==================== block 1
Fig. 1: block 1, cells coloured by class
Fill, decap, tap and diode cells in grey.
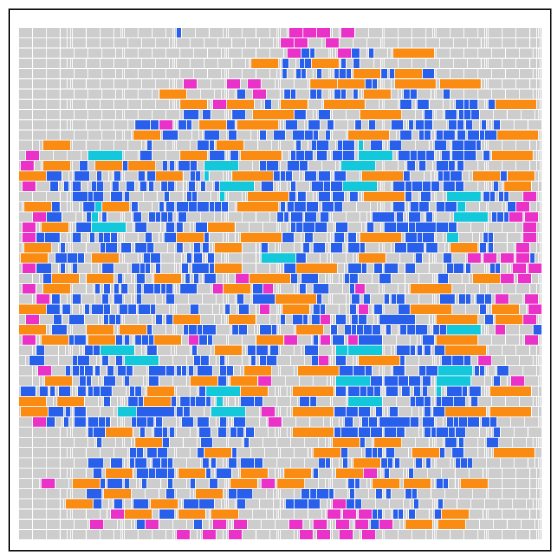
Fig. 2: block 1, wiring by layer
Bar = 50 um. Two of the layers only.
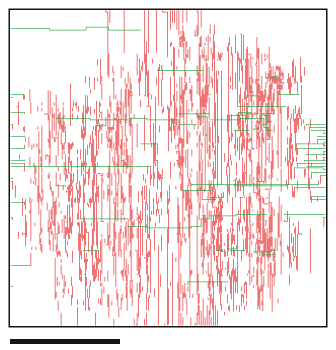
Fig. 3: block 1, supply network
Bar = 50 um. Pins as bars on the die edge.
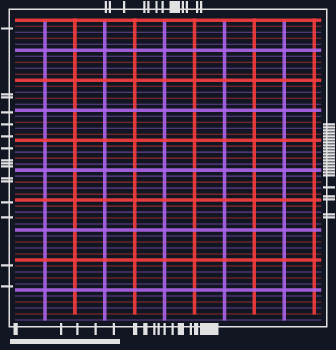
<file path="config.mk">
export PLATFORM = sky130hd
export DESIGN_NAME = jit_couple_sched
export DESIGN_NICKNAME = d
export VERILOG_FILES = /design/src/rtl/jit_couple_sched.sv
export SDC_FILE = /design/constraint.sdc
export NUM_CORES = 1
export LEC_CHECK = 0
export CAP_MARGIN = 20
export CORE_MARGIN = 2
export CORE_UTILIZATION = 40
export DETAILED_ROUTE_END_ITERATION = 8
export PLACE_DENSITY = 0.62
export SLEW_MARGIN = 20
export SYNTH_ARGS = -nofsm -noshare
export SYNTH_HDL_FRONTEND = slang
export SYNTH_SLANG_ARGS = --single-unit
</file>
<file path="constraint.sdc">
create_clock -name ACLK -period 4.5 [get_ports ACLK]
set_clock_uncertainty 0.1 [all_clocks]
set_input_delay 0.9 -clock ACLK [delete_from_list [all_inputs] [get_ports ACLK]]
set_output_delay 0.9 -clock ACLK [all_outputs]
set_load 0.005 [all_outputs]
</file>
<file path="src/rtl/jit_couple_sched.sv">
// Transaction sequencer for the accelerator coupling block: takes one command, routes
// A/B/C through CONF for exactly the programmed beat counts, then returns a status word.
module jit_couple_sched #(
  parameter int unsigned TIMEOUT = 0
) (
  input  logic        ACLK,
  input  logic        ARESET,
  output logic        sCmd_tready,
  input  logic        sCmd_tvalid,
  input  logic [31:0] sCmd_tdata,
  input  logic        mSts_tready,
  output logic        mSts_tvalid,
  output logic [31:0] mSts_tdata,
  output logic [5:0]  CONF,
  input  logic        mAccOutA_tvalid,
  input  logic        mAccOutA_tready,
  input  logic        mAccOutB_tvalid,
  input  logic        mAccOutB_tready,
  input  logic        sAccInC_tvalid,
  input  logic        sAccInC_tready,
  input  logic        ABORT,
  output logic        BUSY
);

  typedef enum logic [1:0] {IDLE, RUN, REPORT} state_t;

  state_t      state_reg;
  logic [11:0] len_in_reg;
  logic [11:0] len_out_reg;
  logic [11:0] cnt_reg [3];
  logic [29:0] cycles_reg;

  // Path index 2 = A, 1 = B, 0 = C, so path gi owns CONF[2*gi +: 2].
  logic [2:0]  path_vld;
  logic [2:0]  path_rdy;
  logic [2:0]  path_done;
  logic [2:0]  path_beat;
  logic [2:0]  path_last;
  logic [11:0] path_len [3];

  assign path_vld = {mAccOutA_tvalid, mAccOutB_tvalid, sAccInC_tvalid};
  assign path_rdy = {mAccOutA_tready, mAccOutB_tready, sAccInC_tready};

  generate
    for (genvar gi = 0; gi < 3; gi++) begin : g_path
      assign path_len[gi]  = (gi == 0) ? len_out_reg : len_in_reg;
      assign path_done[gi] = (CONF[2*gi +: 2] == 2'b00) || (cnt_reg[gi] == path_len[gi]);
      assign path_beat[gi] = path_vld[gi] && path_rdy[gi] && !path_done[gi];
      assign path_last[gi] = path_beat[gi] && ((cnt_reg[gi] + 12'd1) == path_len[gi]);
    end
  endgenerate

  logic        all_done;
  logic        all_done_next;
  logic [29:0] cycles_inc;
  logic        timeout_hit;
  logic        unused_rsvd;

  assign all_done      = &path_done;
  // Paths finishing on this very edge count as completion, so an abort here loses.
  assign all_done_next = &(path_done | path_last);
  assign cycles_inc    = (cycles_reg == '1) ? cycles_reg : cycles_reg + 30'd1;
  assign timeout_hit   = (TIMEOUT != 0) && ({2'b00, cycles_inc} >= TIMEOUT);
  assign unused_rsvd   = ^sCmd_tdata[7:6];

  always_ff @(posedge ACLK) begin
    if (ARESET) begin
      state_reg   <= IDLE;
      sCmd_tready <= 1'b0;
      mSts_tvalid <= 1'b0;
      mSts_tdata  <= '0;
      CONF        <= '0;
      BUSY        <= 1'b0;
      len_in_reg  <= '0;
      len_out_reg <= '0;
      cycles_reg  <= '0;
      for (int i = 0; i < 3; i++) cnt_reg[i] <= '0;
    end else begin
      case (state_reg)
        IDLE: begin
          sCmd_tready <= 1'b1;
          mSts_tvalid <= 1'b0;
          BUSY        <= 1'b0;
          if (sCmd_tready && sCmd_tvalid) begin
            len_in_reg  <= sCmd_tdata[19:8];
            len_out_reg <= sCmd_tdata[31:20];
            CONF[5:4]   <= (sCmd_tdata[19:8]  == 12'd0) ? 2'b00 : sCmd_tdata[5:4];
            CONF[3:2]   <= (sCmd_tdata[19:8]  == 12'd0) ? 2'b00 : sCmd_tdata[3:2];
            CONF[1:0]   <= (sCmd_tdata[31:20] == 12'd0) ? 2'b00 : sCmd_tdata[1:0];
            cycles_reg  <= '0;
            for (int i = 0; i < 3; i++) cnt_reg[i] <= '0;
            sCmd_tready <= 1'b0;
            BUSY        <= 1'b1;
            state_reg   <= RUN;
          end
        end
        RUN: begin
          cycles_reg <= cycles_inc;
          if (all_done) begin
            CONF        <= '0;
            mSts_tvalid <= 1'b1;
            mSts_tdata  <= {2'b00, cycles_inc};
            state_reg   <= REPORT;
          end else if ((ABORT || timeout_hit) && !all_done_next) begin
            CONF        <= '0;
            mSts_tvalid <= 1'b1;
            mSts_tdata  <= {1'b1, timeout_hit, cycles_inc};
            state_reg   <= REPORT;
          end else begin
            for (int i = 0; i < 3; i++) begin
              if (path_beat[i]) cnt_reg[i] <= cnt_reg[i] + 12'd1;
              if (path_last[i]) CONF[2*i +: 2] <= 2'b00;
            end
          end
        end
        REPORT: begin
          CONF <= '0;
          if (mSts_tready) begin
            mSts_tvalid <= 1'b0;
            sCmd_tready <= 1'b1;
            BUSY        <= 1'b0;
            state_reg   <= IDLE;
          end
        end
        default: begin
          state_reg   <= IDLE;
          CONF        <= '0;
          mSts_tvalid <= 1'b0;
          BUSY        <= 1'b0;
        end
      endcase
    end
  end

endmodule

</file>
==> results.cfg <==
; synthesis and place-and-route metrics
[run_status]
outcome = complete, no violations

[floorplanning]
io_pins = 84
die_width_um = 143
floorplan_row_count = 50
floorplan.core_util = 0.411

[finish]
final_cell_mix = 102 x sky130_fd_sc_hd__nand2_1, 96 x sky130_fd_sc_hd__dfxtp_1, 89 x sky130_fd_sc_hd__a21oi_1
final_cells = 1233

[clock_tree]
worst_path_clk_slew_ns = 0.06
cts.repair_timing.setup_buffer_count = 0

[detailed_routing]
antenna_viol_nets_final = 0
firstDrtPassIters = 5
viasPerCell = 5.27

[synth]
synth-edff-count = 36
yosysTopAreaCellShare = 0.247
ys_seq_frac = 0.386
synth-seq-cells = 132

[min_path]
holdPathEnd = mSts_tdata[31]$_SDFFE_PP0P_

[setup_path]
cpMaxStageDelayCell = sky130_fd_sc_hd__or4_4

[global_routing]
globalRoute.busiestLayer = met2
number_of_global_route_vias_before_repair = 6263

[place]
place.port_buffers = 80
placed_cell_area_mm2 = 0.00869
place.detailed.hpwl_um = 13500

[final_timing]
timing.final.crit_period_ns = 3.63
transition_at_the_pin_with_the_smallest_max_transition_slack_ns = 0.923

[pwr]
power.leakage_uw = 0.00322
About Fig. 1:
Key: cyan = clock drivers and dummy loads [cells 31]; blue = combinational and other logic [cells 720]; orange = flops [cells 132]; magenta = other buffers and delay cells [cells 90]

About Fig. 2:
Key: green = metal 3 [wire length 839 um]; red = metal 2 [wire length 9090 um]

About Fig. 3:
Key: red = VDD; purple = VSS
10 straps on met4. 10 straps on met5. The core has 50 rows.

[per-layer routing]
layer  share of wire  wire (um)
met3           0.043        838
met5               0          0
met2            0.47       9090
met1            0.48       9200
met4           0.011        221
[power by group]
part | internal, uW | total (uW) | switching [uW]
logic | 168 | 387 | 219
registers | 1270 | 1330 | 66.0
clock network | 815 | 1330 | 518
[metrics by stage]
step / utilization / worst slack (ns)
2_1_floorplan: - / 0.650
3_3_place_gp: 0.460 / 0.748
3_5_place_dp: 0.460 / 0.757
4_1_cts: 0.490 / 0.879
5_1_grt: 0.490 / 0.565
6_report: 0.490 / 0.868
[area by class of cell]
type	instances	share of cell area
multi-input cells	710	0.481
clock buffers	25	0.0572
well taps	260	0.0351
flip-flops and latches	132	0.324
inverters	10	0.00405
clock inverters	6	0.00419
repair buffers	90	0.0943
[cell families (layout without fill, tap and decap cells)]
| family | count (synthesis) | after routing |
|---|---|---|
| AND-OR/OR-AND | 180 | 180 |
| multiplexers | 35 | 35 |
| XOR/XNOR | 110 | 110 |
| adder cells (fa/ha/maj) | 4 | 4 |
| AND/OR/NAND/NOR | 380 | 380 |
| other | 1 | 1 |
| buffers and inverters | 72 | 131 |
| flip-flops | 132 | 132 |

==================== block 2
==> src/rtl/modbus_rx_frame.sv <==
// Modbus RTU read-holding-registers response receiver with CRC-16 check,
// write-echo discard, exception reporting, gap resync and saturating statistics.
module modbus_rx_frame #(
  parameter int          NUM_REGS   = 10,
  parameter logic [7:0]  SLAVE_ADDR = 8'h02,
  parameter logic [7:0]  FUNC_READ  = 8'h03,
  parameter logic [7:0]  FUNC_WRITE = 8'h06,
  parameter int          GAP_CYCLES = 2000
) (
  input  logic                    clk,
  input  logic                    rst_n,
  input  logic [7:0]              rx_data,
  input  logic                    rx_valid,
  output logic [16*NUM_REGS-1:0]  regs,
  output logic                    frame_ok,
  output logic                    crc_err,
  output logic                    exc_valid,
  output logic [7:0]              exc_code,
  output logic [15:0]             frame_cnt,
  output logic [15:0]             err_cnt,
  output logic                    busy
);

  localparam logic [7:0] BYTE_CNT  = 8'(2 * NUM_REGS);
  localparam logic [7:0] BYTE_LAST = 8'(2 * NUM_REGS - 1);
  localparam int         GW        = $clog2(GAP_CYCLES + 1);
  localparam int         SW        = $clog2(16 * NUM_REGS);

  typedef enum logic [3:0] {
    S_IDLE, S_FUNC, S_BCNT, S_DATA, S_EXC, S_CRC_LO, S_CRC_HI, S_ECHO, S_SKIP
  } state_t;

  state_t                  state, state_n;
  logic [15:0]             crc, crc_upd;
  logic [GW-1:0]           gap;
  logic [7:0]              idx;
  logic                    is_exc;
  logic [7:0]              exc_pend;
  logic [16*NUM_REGS-1:0]  shadow;
  logic [SW-1:0]           sh_pos;
  logic                    expire, pass_rd, pass_exc, fail, err_inc;

  function automatic logic [15:0] crc_byte(input logic [15:0] c_in, input logic [7:0] b);
    logic [15:0] c;
    c = c_in ^ {8'h00, b};
    for (int i = 0; i < 8; i++) c = c[0] ? ((c >> 1) ^ 16'hA001) : (c >> 1);
    return c;
  endfunction

  assign crc_upd = crc_byte(crc, rx_data);
  assign expire  = (state != S_IDLE) && !rx_valid && (gap == GW'(GAP_CYCLES - 1));
  assign busy    = (state != S_IDLE);
  // Even byte index carries the high byte of its register.
  assign sh_pos  = SW'({idx[7:1], 4'b0000}) + (idx[0] ? SW'(0) : SW'(8));

  always_ff @(posedge clk or negedge rst_n) begin
    if (!rst_n) state <= S_IDLE;
    else        state <= state_n;
  end

  always_comb begin
    state_n  = state;
    pass_rd  = 1'b0;
    pass_exc = 1'b0;
    fail     = 1'b0;
    err_inc  = 1'b0;
    if (expire) begin
      state_n = S_IDLE;
      err_inc = state inside {S_BCNT, S_DATA, S_EXC, S_CRC_LO, S_CRC_HI};
    end else if (rx_valid) begin
      case (state)
        S_IDLE:   state_n = (rx_data == SLAVE_ADDR) ? S_FUNC : S_SKIP;
        S_FUNC: begin
          if (rx_data == FUNC_READ)                  state_n = S_BCNT;
          else if (rx_data == FUNC_WRITE)            state_n = S_ECHO;
          else if (rx_data == (FUNC_READ | 8'h80))   state_n = S_EXC;
          else                                       state_n = S_SKIP;
        end
        S_BCNT: begin
          if (rx_data == BYTE_CNT) state_n = S_DATA;
          else begin
            state_n = S_SKIP;
            err_inc = 1'b1;
          end
        end
        S_DATA:   if (idx == BYTE_LAST) state_n = S_CRC_LO;
        S_EXC:    state_n = S_CRC_LO;
        S_CRC_LO: state_n = S_CRC_HI;
        S_CRC_HI: begin
          state_n = S_IDLE;
          if (crc_upd == 16'h0000) begin
            pass_exc = is_exc;
            pass_rd  = !is_exc;
          end else begin
            fail    = 1'b1;
            err_inc = 1'b1;
          end
        end
        S_ECHO:   if (idx == 8'd5) state_n = S_IDLE;
        S_SKIP:   state_n = S_SKIP;
        default:  state_n = S_IDLE;
      endcase
    end
  end

  always_ff @(posedge clk or negedge rst_n) begin
    if (!rst_n) begin
      regs      <= '0;
      shadow    <= '0;
      frame_ok  <= 1'b0;
      crc_err   <= 1'b0;
      exc_valid <= 1'b0;
      exc_code  <= 8'h00;
      exc_pend  <= 8'h00;
      frame_cnt <= 16'h0000;
      err_cnt   <= 16'h0000;
      crc       <= 16'hFFFF;
      gap       <= '0;
      idx       <= 8'h00;
      is_exc    <= 1'b0;
    end else begin
      frame_ok  <= pass_rd;
      crc_err   <= fail;
      exc_valid <= pass_exc;
      gap       <= (rx_valid || state == S_IDLE || expire) ? '0 : gap + GW'(1);
      if (state_n == S_IDLE) crc <= 16'hFFFF;
      else if (rx_valid)     crc <= crc_upd;
      if (rx_valid) begin
        idx <= (state == S_FUNC || state == S_BCNT) ? 8'h00 : idx + 8'h01;
        if (state == S_FUNC) is_exc   <= (state_n == S_EXC);
        if (state == S_EXC)  exc_pend <= rx_data;
        if (state == S_DATA) shadow[sh_pos +: 8] <= rx_data;
      end
      if (pass_rd) regs <= shadow;
      if (pass_exc) exc_code <= exc_pend;
      if (pass_rd && frame_cnt != 16'hFFFF) frame_cnt <= frame_cnt + 16'h0001;
      if (err_inc && err_cnt != 16'hFFFF)   err_cnt   <= err_cnt + 16'h0001;
    end
  end

endmodule

==> config.mk <==
export PLATFORM = sky130hd
export DESIGN_NAME = modbus_rx_frame
export DESIGN_NICKNAME = d
export VERILOG_FILES = /design/src/rtl/modbus_rx_frame.sv
export SDC_FILE = /design/constraint.sdc
export NUM_CORES = 1
export LEC_CHECK = 0
export CELL_PAD_IN_SITES_DETAIL_PLACEMENT = 0
export CELL_PAD_IN_SITES_GLOBAL_PLACEMENT = 1
export CORE_ASPECT_RATIO = 1.2
export CORE_MARGIN = 8
export CORE_UTILIZATION = 25
export DETAILED_ROUTE_END_ITERATION = 7
export PLACE_DENSITY_LB_ADDON = 0.1
export SLEW_MARGIN = 20
export SYNTH_ARGS = -nofsm -noshare
export SYNTH_HDL_FRONTEND = slang
export SYNTH_SLANG_ARGS = --single-unit
==> constraint.sdc <==
create_clock -name clk -period 4.3 [get_ports clk]
set_input_delay 0.43 -clock clk [delete_from_list [all_inputs] [get_ports clk]]
set_output_delay 0.43 -clock clk [all_outputs]
set_load 0.02 [all_outputs]
Fig. 4: block 2, supply network
Bar = 100 um. Pins as bars on the die edge.
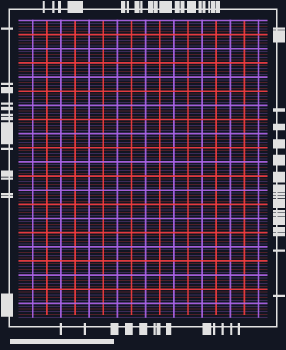
Key: red = VDD; purple = VSS
The core has 105 rows. 21 straps on met5. 106 met1 rails follow the rows. 17 straps on met4.

Fig. 5: block 2, cells coloured by class
Fill, decap, tap and diode cells in grey.
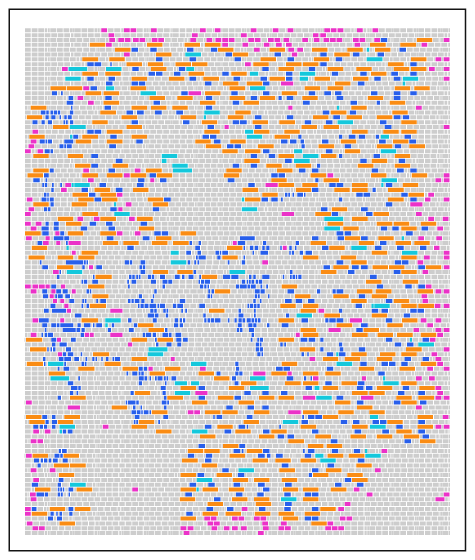
Key: blue = combinational and other logic [cells 789]; cyan = clock drivers and dummy loads [cells 88]; magenta = other buffers and delay cells [cells 262]; orange = flops [cells 411]

==> results.cfg <==
; synthesis and place-and-route metrics
[run_status]
outcome = complete, no violations

[place]
place.port_buffers = 214
placed_cell_area_mm2 = 0.0208

[pwr]
powerClk_uw = 4330
power.switching_fraction = 0.258
internal_power_uw = 7050
seq-power_uw = 4100

[setup_path]
timing.reg2reg.setup_slack_ns = 0.47
critical_path_class = flop to flop
depth_of_the_critical_timing_path_with_buffers_and_inverters_included = 12
cp_data_arrival_time_ns = 4.29

[synth]
simple_gate_share = 0.0824
synth.logic.top_family = multiplexers

[detailed_routing]
routed_wirelength_um = 50500

[min_path]
worst_hold_path_type = flop to flop

[clock_tree]
clock_tree.root_cell = sky130_fd_sc_hd__clkbuf_16

[finish]
comb.multi_input.count = 772

[final_timing]
max_transition_margin = 0.321
layer usage:
metal | up-vias | wire length [um] | track usage
met2 | 195 | 25200 | 0.223
met1 | 5530 | 21800 | 0.161
li1 | 4974 | - | -
met3 | 63 | 2560 | 0.0330
met5 | - | 0 | 0
met4 | 0 | 983 | 0.0328
flip-flops by register name, indices dropped and copies added, names as in the netlist:
signal     flops
regs         160
shadow       160
crc           16
err_cnt       16
frame_cnt     16
gap           11
exc_code       8
exc_pend       8
idx            8
state          4
crc_err        1
exc_valid      1
frame_ok       1
is_exc         1
through the flow:
stage,cells,power (uW)
after global routing,2459,10000
after detailed placement,2370,5280
after CTS,2459,9740
after floorplan,1260,4830
final,2460,9510
after global placement,2370,5280
worst reg2reg max path, delay by kind of cell (launching register included):
family / cells / cell delay [ns]
xor gates and xnor gates: 5 / 1.29
and+or+nand+nor: 2 / 0.64
DFF: 1 / 0.54
AOI/OAI and AO/OA: 2 / 0.47
adders and majority gates: 1 / 0.34
muxes: 1 / 0.33
buffers and inverters: 1 / 0.11

==================== block 3
Fig. 6: block 3, clock wiring as the flow saved it
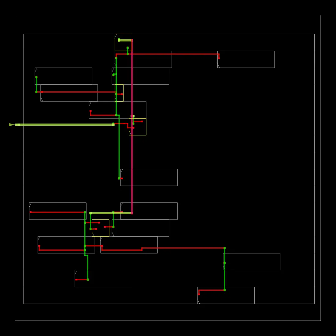
Fig. 7: block 3, wiring by layer
Bar = 10 um. Two of the layers only.
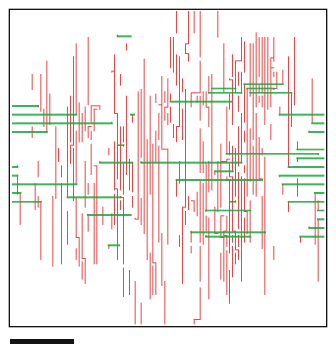
==> src/rtl/trigger_bank.sv <==
// Bank of WIDTH multi-mode (JK/D/T/SR) flip-flops updated on prescaled ticks,
// with a saturating change counter and a sticky SR-illegal flag.
module trigger_bank #(
  parameter int unsigned WIDTH    = 4,
  parameter int unsigned PRESCALE = 4,
  parameter int unsigned CNT_W    = 8
) (
  input  logic             CLK,
  input  logic             Clr,
  input  logic             En,
  input  logic [1:0]       Mode,
  input  logic [WIDTH-1:0] J,
  input  logic [WIDTH-1:0] K,
  input  logic             Err_Clr,
  output logic [WIDTH-1:0] Q,
  output logic [WIDTH-1:0] Q_n,
  output logic             Tick,
  output logic [CNT_W-1:0] Chg_Cnt,
  output logic             Err
);

  localparam int unsigned PCNT_W = (PRESCALE > 1) ? $clog2(PRESCALE) : 1;
  localparam logic [PCNT_W-1:0] PCNT_MAX = PCNT_W'(PRESCALE - 1);
  localparam logic [PCNT_W-1:0] PCNT_ONE = PCNT_W'(1);
  localparam logic [CNT_W-1:0]  CNT_ONE  = CNT_W'(1);

  localparam logic [1:0] MODE_JK = 2'b00;
  localparam logic [1:0] MODE_D  = 2'b01;
  localparam logic [1:0] MODE_T  = 2'b10;
  localparam logic [1:0] MODE_SR = 2'b11;

  logic [PCNT_W-1:0] pcnt_q, pcnt_d;
  logic [WIDTH-1:0]  q_q, q_d, q_upd;
  logic [CNT_W-1:0]  chg_cnt_q, chg_cnt_d;
  logic              err_q, err_d;
  logic              tick;
  logic              sr_illegal;

  function automatic logic next_bit(input logic [1:0] m, input logic q,
                                    input logic j, input logic k);
    logic r;
    case (m)
      MODE_JK: r = j ? (k ? ~q : 1'b1) : (k ? 1'b0 : q);
      MODE_D:  r = j;
      MODE_T:  r = j ? ~q : q;
      default: r = (j & ~k) ? 1'b1 : ((k & ~j) ? 1'b0 : q);  // SR: 11 holds
    endcase
    return r;
  endfunction

  genvar gi;
  generate
    for (gi = 0; gi < WIDTH; gi++) begin : g_ch
      assign q_upd[gi] = next_bit(Mode, q_q[gi], J[gi], K[gi]);
    end
  endgenerate

  assign tick       = En & (pcnt_q == PCNT_MAX);
  assign sr_illegal = (Mode == MODE_SR) & (|(J & K));

  always_comb begin
    pcnt_d    = pcnt_q;
    q_d       = q_q;
    chg_cnt_d = chg_cnt_q;
    err_d     = err_q;
    if (En) begin
      pcnt_d = (pcnt_q == PCNT_MAX) ? '0 : pcnt_q + PCNT_ONE;
    end
    if (tick) begin
      q_d = q_upd;
      if ((q_upd != q_q) && (chg_cnt_q != {CNT_W{1'b1}})) begin
        chg_cnt_d = chg_cnt_q + CNT_ONE;
      end
    end
    // A new illegal sample outranks a clear requested on the same edge.
    if (tick && sr_illegal) begin
      err_d = 1'b1;
    end else if (Err_Clr) begin
      err_d = 1'b0;
    end
  end

  always_ff @(posedge CLK or posedge Clr) begin
    if (Clr) begin
      pcnt_q    <= '0;
      q_q       <= '0;
      chg_cnt_q <= '0;
      err_q     <= 1'b0;
    end else begin
      pcnt_q    <= pcnt_d;
      q_q       <= q_d;
      chg_cnt_q <= chg_cnt_d;
      err_q     <= err_d;
    end
  end

  assign Q       = q_q;
  assign Q_n     = ~q_q;
  assign Tick    = tick;
  assign Chg_Cnt = chg_cnt_q;
  assign Err     = err_q;

endmodule

==> config.mk <==
export PLATFORM = sky130hd
export DESIGN_NAME = trigger_bank
export DESIGN_NICKNAME = d
export VERILOG_FILES = /design/src/rtl/trigger_bank.sv
export SDC_FILE = /design/constraint.sdc
export NUM_CORES = 1
export LEC_CHECK = 0
export CAP_MARGIN = 10
export CORE_MARGIN = 1
export CORE_UTILIZATION = 45
export DETAILED_ROUTE_END_ITERATION = 7
export PLACE_DENSITY = 0.89
export SYNTH_ARGS = -nofsm -noshare
export SYNTH_HDL_FRONTEND = slang
export SYNTH_SLANG_ARGS = --single-unit
==> constraint.sdc <==
create_clock -name CLK -period 2.4 [get_ports CLK]
set_input_delay 0.24 -clock CLK [delete_from_list [all_inputs] [get_ports CLK]]
set_output_delay 0.24 -clock CLK [all_outputs]
set_load 0.01 [all_outputs]
==> results.cfg <==
; synthesis and place-and-route metrics
[clock_tree]
post_cts_hold_buffer_count = 0
postCtsResizedCells = 0
clock_tree.htree_level_count = 1

[floorplanning]
floorplan.core_util = 0.493
die_width_um = 49.3

[run_status]
outcome = complete, no violations

[finish]
layout.area.comb_um2 = 581
largest_register_ffs = 8

[pwr]
combinationalPower_uw = 677
seq-power_uw = 454
pwr-share-comb = 0.528
clkPwrFrac = 0.118
power.leakage_uw = 0.000601
max-vdd-ir-drop_mv = 0.589

[synth]
synth.logic.top_family = simple AND/OR/NAND/NOR gates
async_flop_share = 1.00

[setup_path]
critical_path.reg2reg.endpoint = Chg_Cnt[6]$_DFFE_PP0P_
reg2regPathDepth = 6
worstSetupStartpoint = Mode[1]
timing.reg2reg.setup_slack_ns = 0.28

[global_routing]
grt_first_pass_wirelength_um = 4440
grt_antenna_before_repair = 0
pin_count_of_the_biggest_net_entering_global_routing = 16

[final_timing]
timing.final.crit_period_ns = 2.20

[min_path]
worst_hold_path_type = input port to async pin
## Picture notes: Fig. 6
power consumed by the clock network: 151 uW
clock sinks: 15
clk_buf instances: 4
total clock buffers created by CTS: 3

## Picture notes: Fig. 7
Key: red = metal 2 [wire length 1320 um]; green = metal 3 [wire length 234 um]
total wire length: 2670 um
average detailed-routed wire length per instance: 15.5 um
GR Util All Layers: 0.241
DR vias: 1015

==> placed cells by master (no fill, tap or decap), types with 2 or more instances in the layout <==
cell type / instances
sky130_fd_sc_hd__o31ai_1: 3
sky130_fd_sc_hd__mux2_2: 2
sky130_fd_sc_hd__clkbuf_4: 3
sky130_fd_sc_hd__nand2_1: 9
sky130_fd_sc_hd__a21oi_1: 5
sky130_fd_sc_hd__mux2i_1: 3
sky130_fd_sc_hd__buf_4: 6
sky130_fd_sc_hd__nand4b_1: 2
sky130_fd_sc_hd__o21ai_0: 2
sky130_fd_sc_hd__nor2_1: 2
sky130_fd_sc_hd__nand4_1: 2
sky130_fd_sc_hd__dfrtp_1: 15
sky130_fd_sc_hd__inv_1: 7
sky130_fd_sc_hd__clkdlybuf4s50_1: 31
sky130_fd_sc_hd__ha_1: 2
sky130_fd_sc_hd__xor2_1: 6
sky130_fd_sc_hd__nand3b_1: 2
sky130_fd_sc_hd__a221oi_1: 3
sky130_fd_sc_hd__nor4_1: 3
sky130_fd_sc_hd__nand2b_1: 4
sky130_fd_sc_hd__a31oi_1: 5
sky130_fd_sc_hd__nand3_1: 9
sky130_fd_sc_hd__nor3_1: 2


## Gallery

Routed clock nets over the placement.
image #1
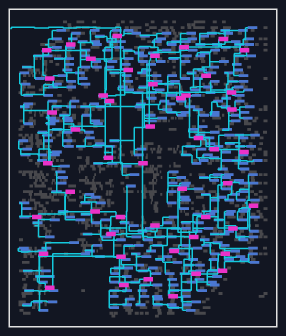
image #2
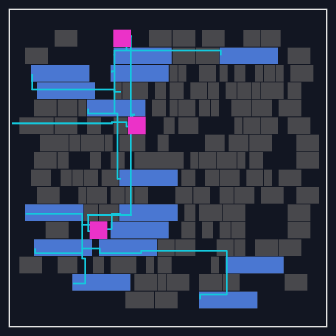
image #3
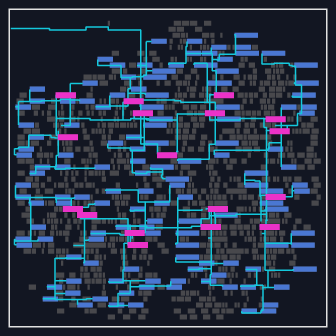
block 2 -> image #1
block 3 -> image #2
block 1 -> image #3
The one with the most sequential cells is image #1.

Key to image #2:
Key: cyan = clock wires [length 197 um]; magenta = clock drivers [count 3]; blue = flip-flops [count 15]
There are 4 routed clock nets.

No activity file was given, so power comes from the tool's default toggle rates.
